# ---- block 1 ----
`src/rtl/uart_if.sv`:
```
// Core-side UART handshake bundle between the CPU and the serial bridge.
// The core drives requests/acks; the bridge answers with status and data.
interface uart_if #(
    parameter int WORD = 32
);
    logic            ext_uart_start;
    logic [WORD-1:0] t_data;
    logic            ext_uart_busy;
    logic            ext_uart_clear;
    logic            ext_uart_ready;
    logic [WORD-1:0] r_data;

    modport master (
        output ext_uart_start,
        output t_data,
        output ext_uart_clear,
        input  ext_uart_busy,
        input  ext_uart_ready,
        input  r_data
    );

    modport slave (
        input  ext_uart_start,
        input  t_data,
        input  ext_uart_clear,
        output ext_uart_busy,
        output ext_uart_ready,
        output r_data
    );
endinterface

```
`src/rtl/uart_bridge.sv`:
```
// 8N1 UART bridge: one-byte transmitter and receiver with a held receive word.
// TX and RX run independently; all outputs are registered.
module uart_bridge #(
    parameter int WORD         = 32,
    parameter int CLKS_PER_BIT = 5208
) (
    input  logic clk,
    input  logic rst,
    uart_if.slave bus,
    output logic txd,
    input  logic rxd
);
    localparam int CW = $clog2(CLKS_PER_BIT);
    localparam logic [CW-1:0] LAST      = CW'(CLKS_PER_BIT - 1);
    localparam logic [CW-1:0] HALF_LAST = CW'(CLKS_PER_BIT / 2 - 1);

    typedef enum logic [1:0] {IDLE, START, DATA, STOP} state_t;

    state_t          tx_state;
    logic [CW-1:0]   tx_cnt;
    logic [2:0]      tx_bit;
    logic [7:0]      tx_shreg;
    logic            tx_busy;
    logic            tx_line;

    state_t          rx_state;
    logic [CW-1:0]   rx_cnt;
    logic [2:0]      rx_bit;
    logic [7:0]      rx_shreg;
    logic            rx_s1;
    logic            rx_s2;
    logic            rx_prev;
    logic            rx_ready;
    logic [WORD-1:0] rx_word;

    logic            unused_t_data;

    assign unused_t_data      = ^bus.t_data[WORD-1:8];
    assign txd                = tx_line;
    assign bus.ext_uart_busy  = tx_busy;
    assign bus.ext_uart_ready = rx_ready;
    assign bus.r_data         = rx_word;

    always_ff @(posedge clk) begin
        if (rst) begin
            tx_state <= IDLE;
            tx_cnt   <= '0;
            tx_bit   <= '0;
            tx_shreg <= '0;
            tx_busy  <= 1'b0;
            tx_line  <= 1'b1;
        end else begin
            unique case (tx_state)
                IDLE: begin
                    if (bus.ext_uart_start && !tx_busy) begin
                        tx_shreg <= bus.t_data[7:0];
                        tx_state <= START;
                        tx_busy  <= 1'b1;
                        tx_line  <= 1'b0;
                        tx_cnt   <= '0;
                        tx_bit   <= '0;
                    end
                end
                START: begin
                    if (tx_cnt == LAST) begin
                        tx_cnt   <= '0;
                        tx_line  <= tx_shreg[0];
                        tx_state <= DATA;
                    end else begin
                        tx_cnt <= tx_cnt + 1'b1;
                    end
                end
                DATA: begin
                    if (tx_cnt == LAST) begin
                        tx_cnt <= '0;
                        if (tx_bit == 3'd7) begin
                            tx_line  <= 1'b1;
                            tx_state <= STOP;
                        end else begin
                            tx_bit   <= tx_bit + 1'b1;
                            tx_shreg <= tx_shreg >> 1;
                            tx_line  <= tx_shreg[1];
                        end
                    end else begin
                        tx_cnt <= tx_cnt + 1'b1;
                    end
                end
                STOP: begin
                    if (tx_cnt == LAST) begin
                        tx_cnt   <= '0;
                        tx_busy  <= 1'b0;
                        tx_state <= IDLE;
                    end else begin
                        tx_cnt <= tx_cnt + 1'b1;
                    end
                end
                default: tx_state <= IDLE;
            endcase
        end
    end

    // Two-flop synchroniser plus one history flop for falling-edge detect.
    always_ff @(posedge clk) begin
        if (rst) begin
            rx_s1   <= 1'b1;
            rx_s2   <= 1'b1;
            rx_prev <= 1'b1;
        end else begin
            rx_s1   <= rxd;
            rx_s2   <= rx_s1;
            rx_prev <= rx_s2;
        end
    end

    always_ff @(posedge clk) begin
        if (rst) begin
            rx_state <= IDLE;
            rx_cnt   <= '0;
            rx_bit   <= '0;
            rx_shreg <= '0;
            rx_ready <= 1'b0;
            rx_word  <= '0;
        end else begin
            if (bus.ext_uart_clear)
                rx_ready <= 1'b0;
            unique case (rx_state)
                IDLE: begin
                    if (rx_prev && !rx_s2) begin
                        rx_state <= START;
                        rx_cnt   <= '0;
                        rx_bit   <= '0;
                    end
                end
                START: begin
                    if (rx_cnt == HALF_LAST) begin
                        rx_cnt   <= '0;
                        rx_state <= rx_s2 ? IDLE : DATA;
                    end else begin
                        rx_cnt <= rx_cnt + 1'b1;
                    end
                end
                DATA: begin
                    if (rx_cnt == LAST) begin
                        rx_cnt   <= '0;
                        rx_shreg <= {rx_s2, rx_shreg[7:1]};
                        rx_bit   <= rx_bit + 1'b1;
                        if (rx_bit == 3'd7)
                            rx_state <= STOP;
                    end else begin
                        rx_cnt <= rx_cnt + 1'b1;
                    end
                end
                STOP: begin
                    if (rx_cnt == LAST) begin
                        rx_cnt   <= '0;
                        rx_state <= IDLE;
                        // Completion overrides a same-cycle clear.
                        if (rx_s2) begin
                            rx_ready <= 1'b1;
                            rx_word  <= {{(WORD-8){1'b0}}, rx_shreg};
                        end
                    end else begin
                        rx_cnt <= rx_cnt + 1'b1;
                    end
                end
                default: rx_state <= IDLE;
            endcase
        end
    end
endmodule

```
`src/flat_wrapper.sv`:
```
// flat-port wrapper written by rule: the top's interface ports become plain ports
module uart_bridge_flat 
#(
    parameter int WORD         = 32,
    parameter int CLKS_PER_BIT = 5208
)
  (clk, rst, txd, rxd, bus_ext_uart_start, bus_t_data, bus_ext_uart_clear, bus_ext_uart_busy, bus_ext_uart_ready, bus_r_data);
  uart_if #(.WORD(WORD)) bus_i ();
  input  logic clk;
  input  logic rst;
  output logic txd;
  input  logic rxd;
  input wire logic [$bits(bus_i.ext_uart_start)-1:0] bus_ext_uart_start;
  input wire logic [$bits(bus_i.t_data)-1:0] bus_t_data;
  input wire logic [$bits(bus_i.ext_uart_clear)-1:0] bus_ext_uart_clear;
  output wire logic [$bits(bus_i.ext_uart_busy)-1:0] bus_ext_uart_busy;
  output wire logic [$bits(bus_i.ext_uart_ready)-1:0] bus_ext_uart_ready;
  output wire logic [$bits(bus_i.r_data)-1:0] bus_r_data;
  assign bus_i.ext_uart_start = bus_ext_uart_start;
  assign bus_i.t_data = bus_t_data;
  assign bus_i.ext_uart_clear = bus_ext_uart_clear;
  assign bus_ext_uart_busy = bus_i.ext_uart_busy;
  assign bus_ext_uart_ready = bus_i.ext_uart_ready;
  assign bus_r_data = bus_i.r_data;
  uart_bridge #(.WORD(WORD), .CLKS_PER_BIT(CLKS_PER_BIT)) u_core (.clk(clk), .rst(rst), .bus(bus_i), .txd(txd), .rxd(rxd));
endmodule
```
`config.mk`:
```
export PLATFORM = sky130hd
export DESIGN_NAME = uart_bridge_flat
export DESIGN_NICKNAME = d
export VERILOG_FILES = /design/src/rtl/uart_if.sv /design/src/rtl/uart_bridge.sv /design/src/flat_wrapper.sv
export SDC_FILE = /design/constraint.sdc
export NUM_CORES = 1
export LEC_CHECK = 0
export CAP_MARGIN = 40
export CORE_MARGIN = 10
export CORE_UTILIZATION = 51
export CTS_CLUSTER_DIAMETER = 120
export DETAILED_ROUTE_END_ITERATION = 12
export HOLD_SLACK_MARGIN = 0.05
export PLACE_DENSITY = 0.8
export SYNTH_ARGS = -nofsm -noshare
export SYNTH_HDL_FRONTEND = slang
export SYNTH_SLANG_ARGS = --single-unit
```
`constraint.sdc`:
```
create_clock -name clk -period 2.4 [get_ports clk]
set_input_delay 0.48 -clock clk [delete_from_list [all_inputs] [get_ports clk]]
set_output_delay 0.48 -clock clk [all_outputs]
set_load 0.01 [all_outputs]
```
# ---- block 2 ----
### config.mk
export PLATFORM = sky130hd
export DESIGN_NAME = instruction_fetch_unit
export DESIGN_NICKNAME = d
export VERILOG_FILES = /design/src/rtl/instruction_fetch_unit.sv
export SDC_FILE = /design/constraint.sdc
export NUM_CORES = 1
export LEC_CHECK = 0
export CORE_ASPECT_RATIO = 2
export CORE_MARGIN = 2
export CORE_UTILIZATION = 44
export CTS_CLUSTER_SIZE = 16
export DETAILED_ROUTE_END_ITERATION = 10
export GPL_TIMING_DRIVEN = 0
export PLACE_DENSITY = 0.84
export SLEW_MARGIN = 0
export SYNTH_ARGS = -nofsm -noshare
export SYNTH_HDL_FRONTEND = slang
export SYNTH_SLANG_ARGS = --single-unit
### constraint.sdc
create_clock -name clk -period 2.2 [get_ports clk]
set_input_delay 0.33 -clock clk [delete_from_list [all_inputs] [get_ports clk]]
set_output_delay 0.33 -clock clk [all_outputs]
set_load 0.01 [all_outputs]
### src/rtl/instruction_fetch_unit.sv
// Purpose : front-end fetch stage; owns the PC, drives instruction-memory address, registers fetched word.
// Latency : word at address N appears on instr_out/pc_out one clk edge after pc=N (stall=0); jump costs one bubble.
// Backpr. : stall=1 freezes PC, instruction register and valid; a jump_en presented while stalled is dropped.
//
// Ports:
//   clk          system clock, rising-edge
//   reset        asynchronous active-low reset
//   en           run enable; dropping it returns to IDLE
//   stall        downstream back-pressure, holds all state
//   jump_en      single-cycle redirect request, jump_addr is the target
//   im_data      instruction memory read data (combinational from im_addr)
//   im_addr      instruction memory address (= internal PC)
//   instr_out    registered instruction for decode
//   instr_valid  instr_out carries a real instruction this cycle
//   pc_out       address instr_out was fetched from
//   halted       sticky flag, set once HALT_WORD has been fetched
module instruction_fetch_unit #(
  parameter int unsigned            ADDR_W    = 8,
  parameter int unsigned            INSTR_W   = 15,
  parameter logic [INSTR_W-1:0]     HALT_WORD = 15'h7FFF
) (
  input  logic               clk,
  input  logic               reset,
  input  logic               en,
  input  logic               stall,
  input  logic               jump_en,
  input  logic [ADDR_W-1:0]  jump_addr,
  input  logic [INSTR_W-1:0] im_data,
  output logic [ADDR_W-1:0]  im_addr,
  output logic [INSTR_W-1:0] instr_out,
  output logic               instr_valid,
  output logic [ADDR_W-1:0]  pc_out,
  output logic               halted
);

  typedef enum logic [1:0] {
    ST_IDLE  = 2'd0,
    ST_FETCH = 2'd1,
    ST_FLUSH = 2'd2,
    ST_HALT  = 2'd3
  } state_t;

  state_t             state_q, state_d;
  logic [ADDR_W-1:0]  pc_q, pc_d;
  logic [INSTR_W-1:0] instr_q, instr_d;
  logic [ADDR_W-1:0]  pcout_q, pcout_d;
  logic               valid_q, valid_d;
  logic               halted_q, halted_d;

  always_ff @(posedge clk or negedge reset) begin
    if (!reset) begin
      state_q  <= ST_IDLE;
      pc_q     <= '0;
      instr_q  <= '0;
      pcout_q  <= '0;
      valid_q  <= 1'b0;
      halted_q <= 1'b0;
    end else begin
      state_q  <= state_d;
      pc_q     <= pc_d;
      instr_q  <= instr_d;
      pcout_q  <= pcout_d;
      valid_q  <= valid_d;
      halted_q <= halted_d;
    end
  end

  always_comb begin
    state_d  = state_q;
    pc_d     = pc_q;
    instr_d  = instr_q;
    pcout_d  = pcout_q;
    valid_d  = valid_q;
    halted_d = halted_q;

    unique case (state_q)
      ST_IDLE: begin
        // The transition edge only arms fetch; the first word is taken on the next edge.
        valid_d = 1'b0;
        if (en) begin
          state_d = ST_FETCH;
        end
      end

      // FLUSH is a normal fetch of the jump target; it differs from FETCH
      // only in that it is the bubble cycle after a redirect.
      ST_FETCH, ST_FLUSH: begin
        if (!en) begin
          state_d = ST_IDLE;
          valid_d = 1'b0;
        end else if (stall) begin
          state_d = state_q;
        end else if (jump_en) begin
          // Word currently on im_data belongs to the old path: drop it.
          pc_d    = jump_addr;
          valid_d = 1'b0;
          state_d = ST_FLUSH;
        end else if (im_data == HALT_WORD) begin
          // Halt word is delivered once, then fetch stops with the PC parked on it.
          instr_d = im_data;
          pcout_d = pc_q;
          valid_d = 1'b1;
          state_d = ST_HALT;
        end else begin
          instr_d = im_data;
          pcout_d = pc_q;
          valid_d = 1'b1;
          pc_d    = pc_q + 1'b1;
          state_d = ST_FETCH;
        end
      end

      ST_HALT: begin
        // Only reset leaves this state; all control inputs are ignored.
        halted_d = 1'b1;
        valid_d  = 1'b0;
      end

      default: begin
        state_d = ST_IDLE;
      end
    endcase
  end

  assign im_addr     = pc_q;
  assign instr_out   = instr_q;
  assign instr_valid = valid_q;
  assign pc_out      = pcout_q;
  assign halted      = halted_q;

endmodule

# ---- block 3 ----
--- src/rtl/i2c_bridge_pkg.sv ---
// Shared definitions for the I2C register bridge: FSM state encoding and
// the position of the R/W flag inside the address byte.
package i2c_bridge_pkg;

  typedef enum logic [2:0] {
    ST_IDLE = 3'd0,
    ST_ADDR = 3'd1,
    ST_PTR  = 3'd2,
    ST_DATA = 3'd3,
    ST_RD   = 3'd4
  } state_t;

  // R/W flag position in byte0 (1 = read request)
  localparam int RW_BIT = 0;

endpackage

--- src/rtl/i2c_bridge_edge.sv ---
// START/STOP detector for the I2C slave ready line. in_ready is registered
// once and compared with its current value: a falling edge is START, a
// rising edge is STOP. Pulses are valid in the cycle the edge is seen.
module i2c_bridge_edge (
  input  logic clk,
  input  logic n_rst,
  input  logic in_ready,
  output logic start_p,
  output logic stop_p
);

  logic ready_q;

  // Delayed copy of in_ready; resets to idle-bus level so no false START
  always_ff @(posedge clk or negedge n_rst) begin
    if (!n_rst) ready_q <= 1'b1;
    else        ready_q <= in_ready;
  end

  assign start_p = ready_q & ~in_ready;
  assign stop_p  = ~ready_q & in_ready;

endmodule

--- src/rtl/i2c_reg_bridge.sv ---
// I2C byte-stream to register-bank bridge.
// Frame: byte0 = device address + R/W, byte1 = register pointer,
// bytes2..N = data written at the pointer, which auto-increments and wraps
// at 2**ADDR_W. Writes to pointers >= NUM_REGS are dropped and set oob_err.
//
// Byte interface: in_data is only meaningful in a cycle where in_ena=1;
// each such cycle delivers exactly one byte, there is no backpressure.
// in_ready=1 means bus idle; its falling edge opens a frame, rising edge
// closes it.
//
// Optional macro I2C_BRIDGE_SHADOW_COMMIT_EN: data bytes land in a shadow
// bank and are copied to regs_flat in one cycle after STOP. Without it,
// writes update regs_flat directly.
module i2c_reg_bridge
  import i2c_bridge_pkg::*;
#(
  parameter int          NUM_REGS = 16,
  parameter int          ADDR_W   = 8,
  parameter logic [7:0]  RST_VAL  = 8'h00
) (
  input  logic                  clk,
  input  logic                  n_rst,
  input  logic [7:0]            in_data,
  input  logic                  in_ena,
  input  logic                  in_ready,
  output logic [8*NUM_REGS-1:0] regs_flat,
  output logic                  wr_stb,
  output logic [ADDR_W-1:0]     wr_addr,
  output logic [7:0]            wr_data,
  output logic                  rd_req,
  output logic                  oob_err,
  output logic                  busy,
  output state_t                dbg_state
);

  state_t            state;
  logic [ADDR_W-1:0] ptr;
  logic              start_p;
  logic              stop_p;
  logic              data_byte;
  logic              in_range;
  logic              wr_acc;
  logic [7:0]        regs [NUM_REGS];

  i2c_bridge_edge u_edge (
    .clk      (clk),
    .n_rst    (n_rst),
    .in_ready (in_ready),
    .start_p  (start_p),
    .stop_p   (stop_p)
  );

  assign data_byte = (state == ST_DATA) && in_ena;
  assign in_range  = (32'(ptr) < NUM_REGS);
  assign wr_acc    = data_byte && in_range;
  assign busy      = (state != ST_IDLE);
  assign dbg_state = state;

  // Frame FSM with pointer, write strobe, read request and error flag.
  // A byte arriving with STOP is processed, then the frame closes.
  always_ff @(posedge clk or negedge n_rst) begin
    if (!n_rst) begin
      state   <= ST_IDLE;
      ptr     <= '0;
      wr_stb  <= 1'b0;
      wr_addr <= '0;
      wr_data <= 8'h00;
      rd_req  <= 1'b0;
      oob_err <= 1'b0;
    end else begin
      wr_stb <= 1'b0;
      rd_req <= 1'b0;
      if (data_byte) begin
        ptr <= ptr + ADDR_W'(1);
        if (in_range) begin
          wr_stb  <= 1'b1;
          wr_addr <= ptr;
          wr_data <= in_data;
        end else begin
          oob_err <= 1'b1;
        end
      end
      if ((state == ST_PTR) && in_ena) ptr <= in_data[ADDR_W-1:0];
      if ((state == ST_ADDR) && in_ena && in_data[RW_BIT]) rd_req <= 1'b1;

      if (stop_p) begin
        state <= ST_IDLE;
      end else if (start_p) begin
        state   <= ST_ADDR;
        oob_err <= 1'b0;
      end else begin
        case (state)
          ST_IDLE: state <= ST_IDLE;
          ST_ADDR: if (in_ena) state <= in_data[RW_BIT] ? ST_RD : ST_PTR;
          ST_PTR:  if (in_ena) state <= ST_DATA;
          ST_DATA: state <= ST_DATA;
          ST_RD:   state <= ST_RD;
          default: state <= ST_IDLE;
        endcase
      end
    end
  end

`ifdef I2C_BRIDGE_SHADOW_COMMIT_EN
  logic [7:0] shadow [NUM_REGS];
  logic       sh_vld [NUM_REGS];
  logic       commit_pend;

  // Shadow bank: collect frame data, copy to live bank one cycle after a
  // STOP. A START in that same cycle means the bus restarted before the
  // frame was committed, so the shadow is discarded instead.
  always_ff @(posedge clk or negedge n_rst) begin
    if (!n_rst) begin
      commit_pend <= 1'b0;
      for (int k = 0; k < NUM_REGS; k++) begin
        regs[k]   <= RST_VAL;
        shadow[k] <= RST_VAL;
        sh_vld[k] <= 1'b0;
      end
    end else begin
      commit_pend <= stop_p && (state != ST_IDLE);
      for (int k = 0; k < NUM_REGS; k++) begin
        if (commit_pend && !start_p && sh_vld[k]) regs[k] <= shadow[k];
        if (wr_acc && (32'(ptr) == k)) begin
          shadow[k] <= in_data;
          sh_vld[k] <= 1'b1;
        end
        if (commit_pend || start_p) sh_vld[k] <= 1'b0;
      end
    end
  end
`else
  // Live bank: accepted data bytes land directly
  always_ff @(posedge clk or negedge n_rst) begin
    if (!n_rst) begin
      for (int k = 0; k < NUM_REGS; k++) regs[k] <= RST_VAL;
    end else begin
      for (int k = 0; k < NUM_REGS; k++) begin
        if (wr_acc && (32'(ptr) == k)) regs[k] <= in_data;
      end
    end
  end
`endif

  // Flatten the bank, reg k at [8k+7:8k]
  always_comb begin
    regs_flat = '0;
    for (int k = 0; k < NUM_REGS; k++) regs_flat[8*k +: 8] = regs[k];
  end

endmodule
--- config.mk ---
export PLATFORM = sky130hd
export DESIGN_NAME = i2c_reg_bridge
export DESIGN_NICKNAME = d
export VERILOG_FILES = /design/src/rtl/i2c_bridge_pkg.sv /design/src/rtl/i2c_bridge_edge.sv /design/src/rtl/i2c_reg_bridge.sv
export SDC_FILE = /design/constraint.sdc
export NUM_CORES = 1
export LEC_CHECK = 0
export CAP_MARGIN = 20
export CORE_AREA = 2 2 124 126
export CTS_CLUSTER_DIAMETER = 40
export DETAILED_ROUTE_END_ITERATION = 8
export DIE_AREA = 0 0 126 128
export MAX_ROUTING_LAYER = met4
export PLACE_DENSITY = 0.76
export SYNTH_ARGS = -nofsm -noshare
export SYNTH_HDL_FRONTEND = slang
export SYNTH_SLANG_ARGS = --single-unit
--- constraint.sdc ---
create_clock -name clk -period 2 [get_ports clk]
set_input_delay 0.2 -clock clk [delete_from_list [all_inputs] [get_ports clk]]
set_output_delay 0.2 -clock clk [all_outputs]
set_load 0.01 [all_outputs]
### Wiring by layer, block 3

(3 px per um) Only two layers are drawn.
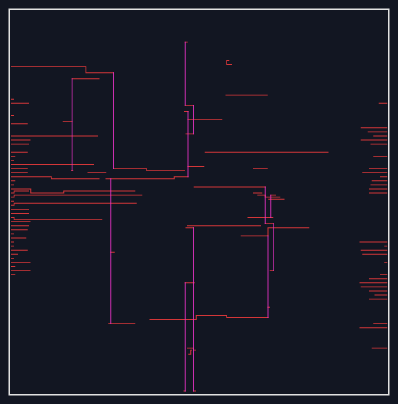
Key: met3 = red [wire length 879 um]; met4 = magenta [wire length 316 um]
total wire length: 16.15 mm
WL per Instance: 19.79 um
total track usage: 0.2149
total number of vias: 4,249

### Clock network drawn from the DEF, block 3

(4 px per um)
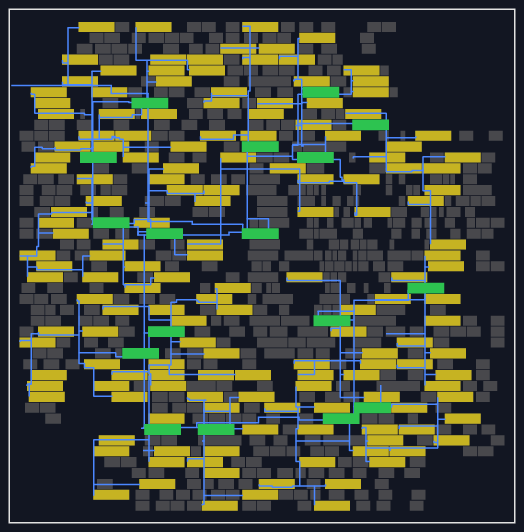
Key: clock wires = blue [length 1,800 um]; flip-flops = yellow [count 159]; cells driving clock nets = green [count 17]
Position of the flops: spread over the die. There are 18 routed clock nets.
Clock Latency Late Sink: 0.42 ns
clock power share: 0.422
Fin Clk Skew: 0.005849 ns
Power Clock: 3650 uW

==> results_slide.txt, block 3 <==
Key Metrics from the Run

GRT
  • Largest net degree at the start of global routing: between 70 and 80
  • Gr ovfl total: 0

Synth
  • Synth Seq Share: 0.6101
  • Async set-reset flop share out of synthesis: 1.000
  • Post-synth top area share: 0.6061

Critical path
  • CP max stage delay: around 0.6 ns
  • Worst Setup End Kind: register
  • R2R Path Start: ptr[4]
  • R2r worst-path depth: 4
  • Worst Setup SP: ptr[4]

Die
  • Die X: 126 um
  • Core ar.: about 15,000 um2
  • Row Count: approximately 45

Run status
  • Status: complete, no violations

STA
  • Slew headroom: 0.5322
  • Worst-Margin Slew: about 0.70 ns

Cells and area
  • Design area: just over 9000 um2
  • Fillers: roughly 1,100
  • Logic share of the area: 0.2611
  • Final Util: 0.6236
  • Layout clock area frac: 0.07235
  • Final net count: 631

Run
  • Max cap viols: 0

Detailed routing
  • First-pass iteration count of the detailed router: 4

CTS
  • CTS clk-pin slew, worst paths: 0.06 ns

Placement
  • DP HPWL: approximately 11 mm

Pwr
  • Switching share of power: 0.2468
-- block 3: cells in the final DEF, fill, tap and decap left out, types with 2 or more instances in the layout --
cell,count
nor4_1,3
clkbuf_1,2
and2_1,4
mux2_2,137
o21ai_0,13
clkinv_2,3
clkinvlp_4,2
nor3_1,5
mux2i_1,2
ha_1,4
nor2_1,5
dfrtp_1,158
nand4_4,13
buf_4,23
nand3_1,3
nor2b_1,6
clkbuf_16,17
nand4b_1,2
buf_12,7
clkbuf_8,2
nand2_1,10
bufinv_16,6
a21oi_1,3
inv_1,5
clkdlybuf4s50_1,160
nor3b_1,3
o2bb2ai_1,2
o22ai_1,4
nand4_2,2
-- block 3: logic make-up (layout without fill, tap and decap cells) --
logic type      count (synthesis)  count (layout)  synth area share
simple gates                   70              70           0.09590
xor+xnor                        1               1          0.001343
mux                           139             139            0.2395
buf+inv                        34             230           0.02302
fa+ha+maj                       5               5          0.009206
flops                         159             159            0.6101
compound gates                 24              24           0.02091
-- block 3: flip-flops by register name, indices dropped and copies added, names as in the netlist --
register / cells
dbg_state: 3
oob_err: 1
ptr: 8
rd_req: 1
regs_flat: 128
u_edge.ready_q: 1
wr_addr: 8
wr_data: 8
wr_stb: 1
### Wiring by layer, block 2

(6 px per um) Only two layers are drawn.
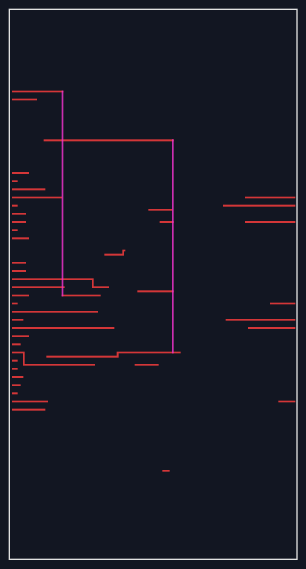
Key: met4 = magenta [wire length 69.4 um]; met3 = red [wire length 261 um]

==> results_slide.txt, block 2 <==
Key Metrics from the Run

Critical path
  • Worst path bufs/invs: 3
  • Critical Setup Path Class: reg2reg
  • Critical Path Stages: 6
  • CP Launch Type: register
  • RR Endpoint: instr_out[8]

Synth
  • Top-count cell post-synth: dfrtp_1
  • Synth Cell Area: between 1500 and 2000 um2
  • Biggest area cells: dfrtp_1, mux2_2, mux2i_1

STA
  • Slew headroom: 0.4904
  • Tcrit/Tclk final: 0.8916

GRT
  • Gr ovfl total: 0
  • Met1 usage: 0.2320
  • First-pass GRT wire length: between 6 and 7 mm

CTS
  • CTS clk-pin slew, worst paths: around 0.070 ns
  • CTS tree: done

Detailed routing
  • Routed length on met2: 2.474 mm
  • Vias per cell: between 5 and 6
  • Top Layer Used: met4

Pwr
  • Psw: 1077 uW
  • PnR Total Power: between 3000 and 4000 uW

Run status
  • Status: complete, no violations

Cells and area
  • Final net count: 241
  • Fillers: ~310
  • Final Util: 0.6664

Placement
  • Placed insts: 252

Run
  • Tool warnings: 27
[block 2: cell type report]
class / count / area [um2] / area share
Multi-Input combinational cell: 97 / 744.5 / 0.3064
Tap cell: 49 / 61.31 / 0.02523
Sequential cell: 35 / 875.8 / 0.3605
Clock buffer: 8 / 100.1 / 0.04119
Buffer: 7 / 43.79 / 0.01802
Timing Repair Buffer: 59 / 585.6 / 0.2410
Inverter: 5 / 18.77 / 0.007724
[block 2: flip-flops by register name (all words and copies together) (netlist names)]
register	cells
state_q	2
halted	1
pc_out	8
instr_out	15
im_addr	8
instr_valid	1
[block 2: logic make-up after synthesis]
family	after synthesis	share of synthesized area
simple gates	47	0.1585
flops	35	0.5208
mux	28	0.1838
compound gates	19	0.07813
buf+inv	12	0.03645
fa+ha+maj	3	0.02232
[block 2: repair_timing]
action / CTS / global route
gates resized: 0 / 1
endpoints found under the setup margin: 0 / 8
hold buffers: 0 / 0
[block 2: power by group through the flow]
stage / Combinational (uW) / Clock [uW] / Sequential (uW)
2_1_floorplan: 586 / 0 / 1300
3_3_place_gp: 1470 / 0 / 1190
3_5_place_dp: 1490 / 0 / 1210
4_1_cts: 1510 / 517 / 1210
5_1_grt: 1610 / 547 / 1250
6_report: 1500 / 510 / 1210
### Placement by cell class, block 1

(3 px per um) Fill, decap, tap and diode cells in grey.
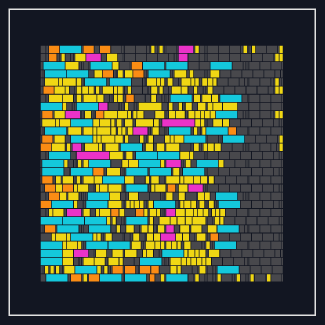
Key: other buffers and delay cells = orange [cells 32, share of their area 7.9%]; all other logic = yellow [cells 295, share of their area 50%]; flops = cyan [cells 66, share of their area 36%]; clock drivers and dummy loads = magenta [cells 16, share of their area 6.1%]

### Clock network drawn from the DEF, block 1

(6 px per um)
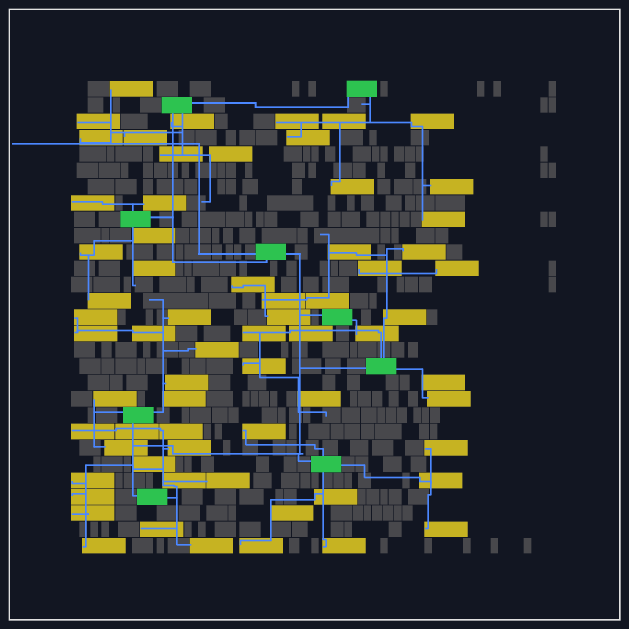
Key: clock wires = blue [length 835 um]; cells driving clock nets = green [count 9]; flip-flops = yellow [count 66]
There are 10 routed clock nets.
Fin Clk Skew: 0.007186 ns
clock power share: 0.319

==> results_slide.txt, block 1 <==
Key Metrics from the Run

Run status
  • Violated checks: design-rule violations
  • Status: complete, but fails checks

Pwr
  • Psw: 1125 uW
  • Seq pwr share: 0.392

Synth
  • Top_reg_cell synth: dfxtp_1
  • Fa+ha+maj area frac: 0.04430
  • Synth flops: roughly 66

STA
  • Final setup fails: 0
  • Post-route minimum period: 2.250 ns

CTS
  • CTS clk-pin slew, worst paths: 0.08 ns
  • Clock Latency Late Sink: about 0.35 ns

Critical path
  • Crit path DRT: approximately 2.6 ns

Cells and area
  • Design area: about 3800 um2
  • Post-Layout Cell Count: 486

Run
  • Max cap viols: 0

Die
  • Ports: roughly 72

GRT
  • First-pass GRT wire length: 11.45 mm

Detailed routing
  • DRC viols: 1
block 1: worst max-delay path, delay by kind of cell (launching register included):
kind             cells  cell delay, ns
AND/OR/NAND/NOR      3            1.00
AND-OR/OR-AND        1            0.45
flip-flops           1            0.42
multiplexers         1            0.23
block 1: layout make-up:
cell class                 count  area [um2]  share of cell area
tap                           77       96.34             0.02527
timing repair buffer          32       292.8             0.07680
sequential                    66        1321              0.3466
multi-input combinational    289        1853              0.4861
clock inverter                 7       102.6             0.02691
clock buffer                   9       123.9             0.03249
inverter                       6       22.52            0.005907
block 1: power by group through the flow:
| stage | Combinational [uW] | Sequential, uW | Clock, uW |
|---|---|---|---|
| global route | 1080 | 1310 | 1130 |
| global placement | 903 | 1310 | 0 |
| detailed placement | 944 | 1320 | 0 |
| CTS | 954 | 1300 | 1080 |
| finish | 958 | 1300 | 1060 |
| floorplan | 810 | 1300 | 0 |
block 1: layer usage:
metal,global-route usage,part of all wire,up-vias
met5,0,0,-
met4,0.06860,0.016,0
met3,0.04697,0.062,15
met2,0.2183,0.48,66
met1,0.1516,0.44,1261
li1,-,-,1369


==> notes/layouts.md <==
Pictures saved along the way, in no particular order.

Cell outlines without signal wires.
panel A
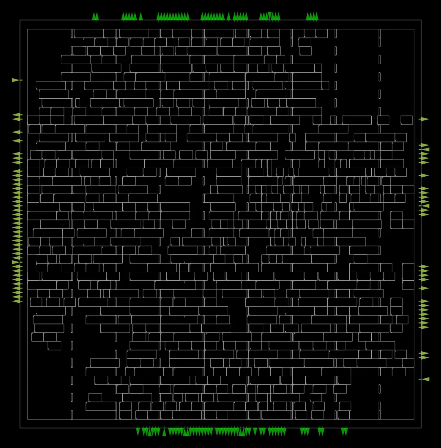
panel B
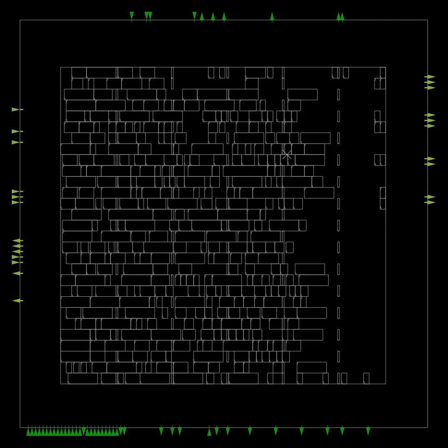
panel C
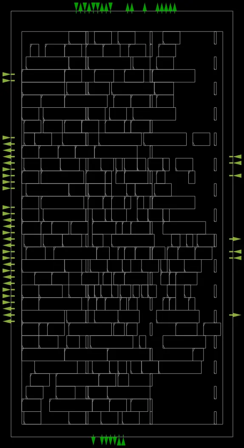
- fewest cells: panel C
- most sequential cells: panel A
For block 3, see panel A.
For block 1, see panel B.
For block 2, see panel C.

Power is estimated from default activity; no workload was simulated.
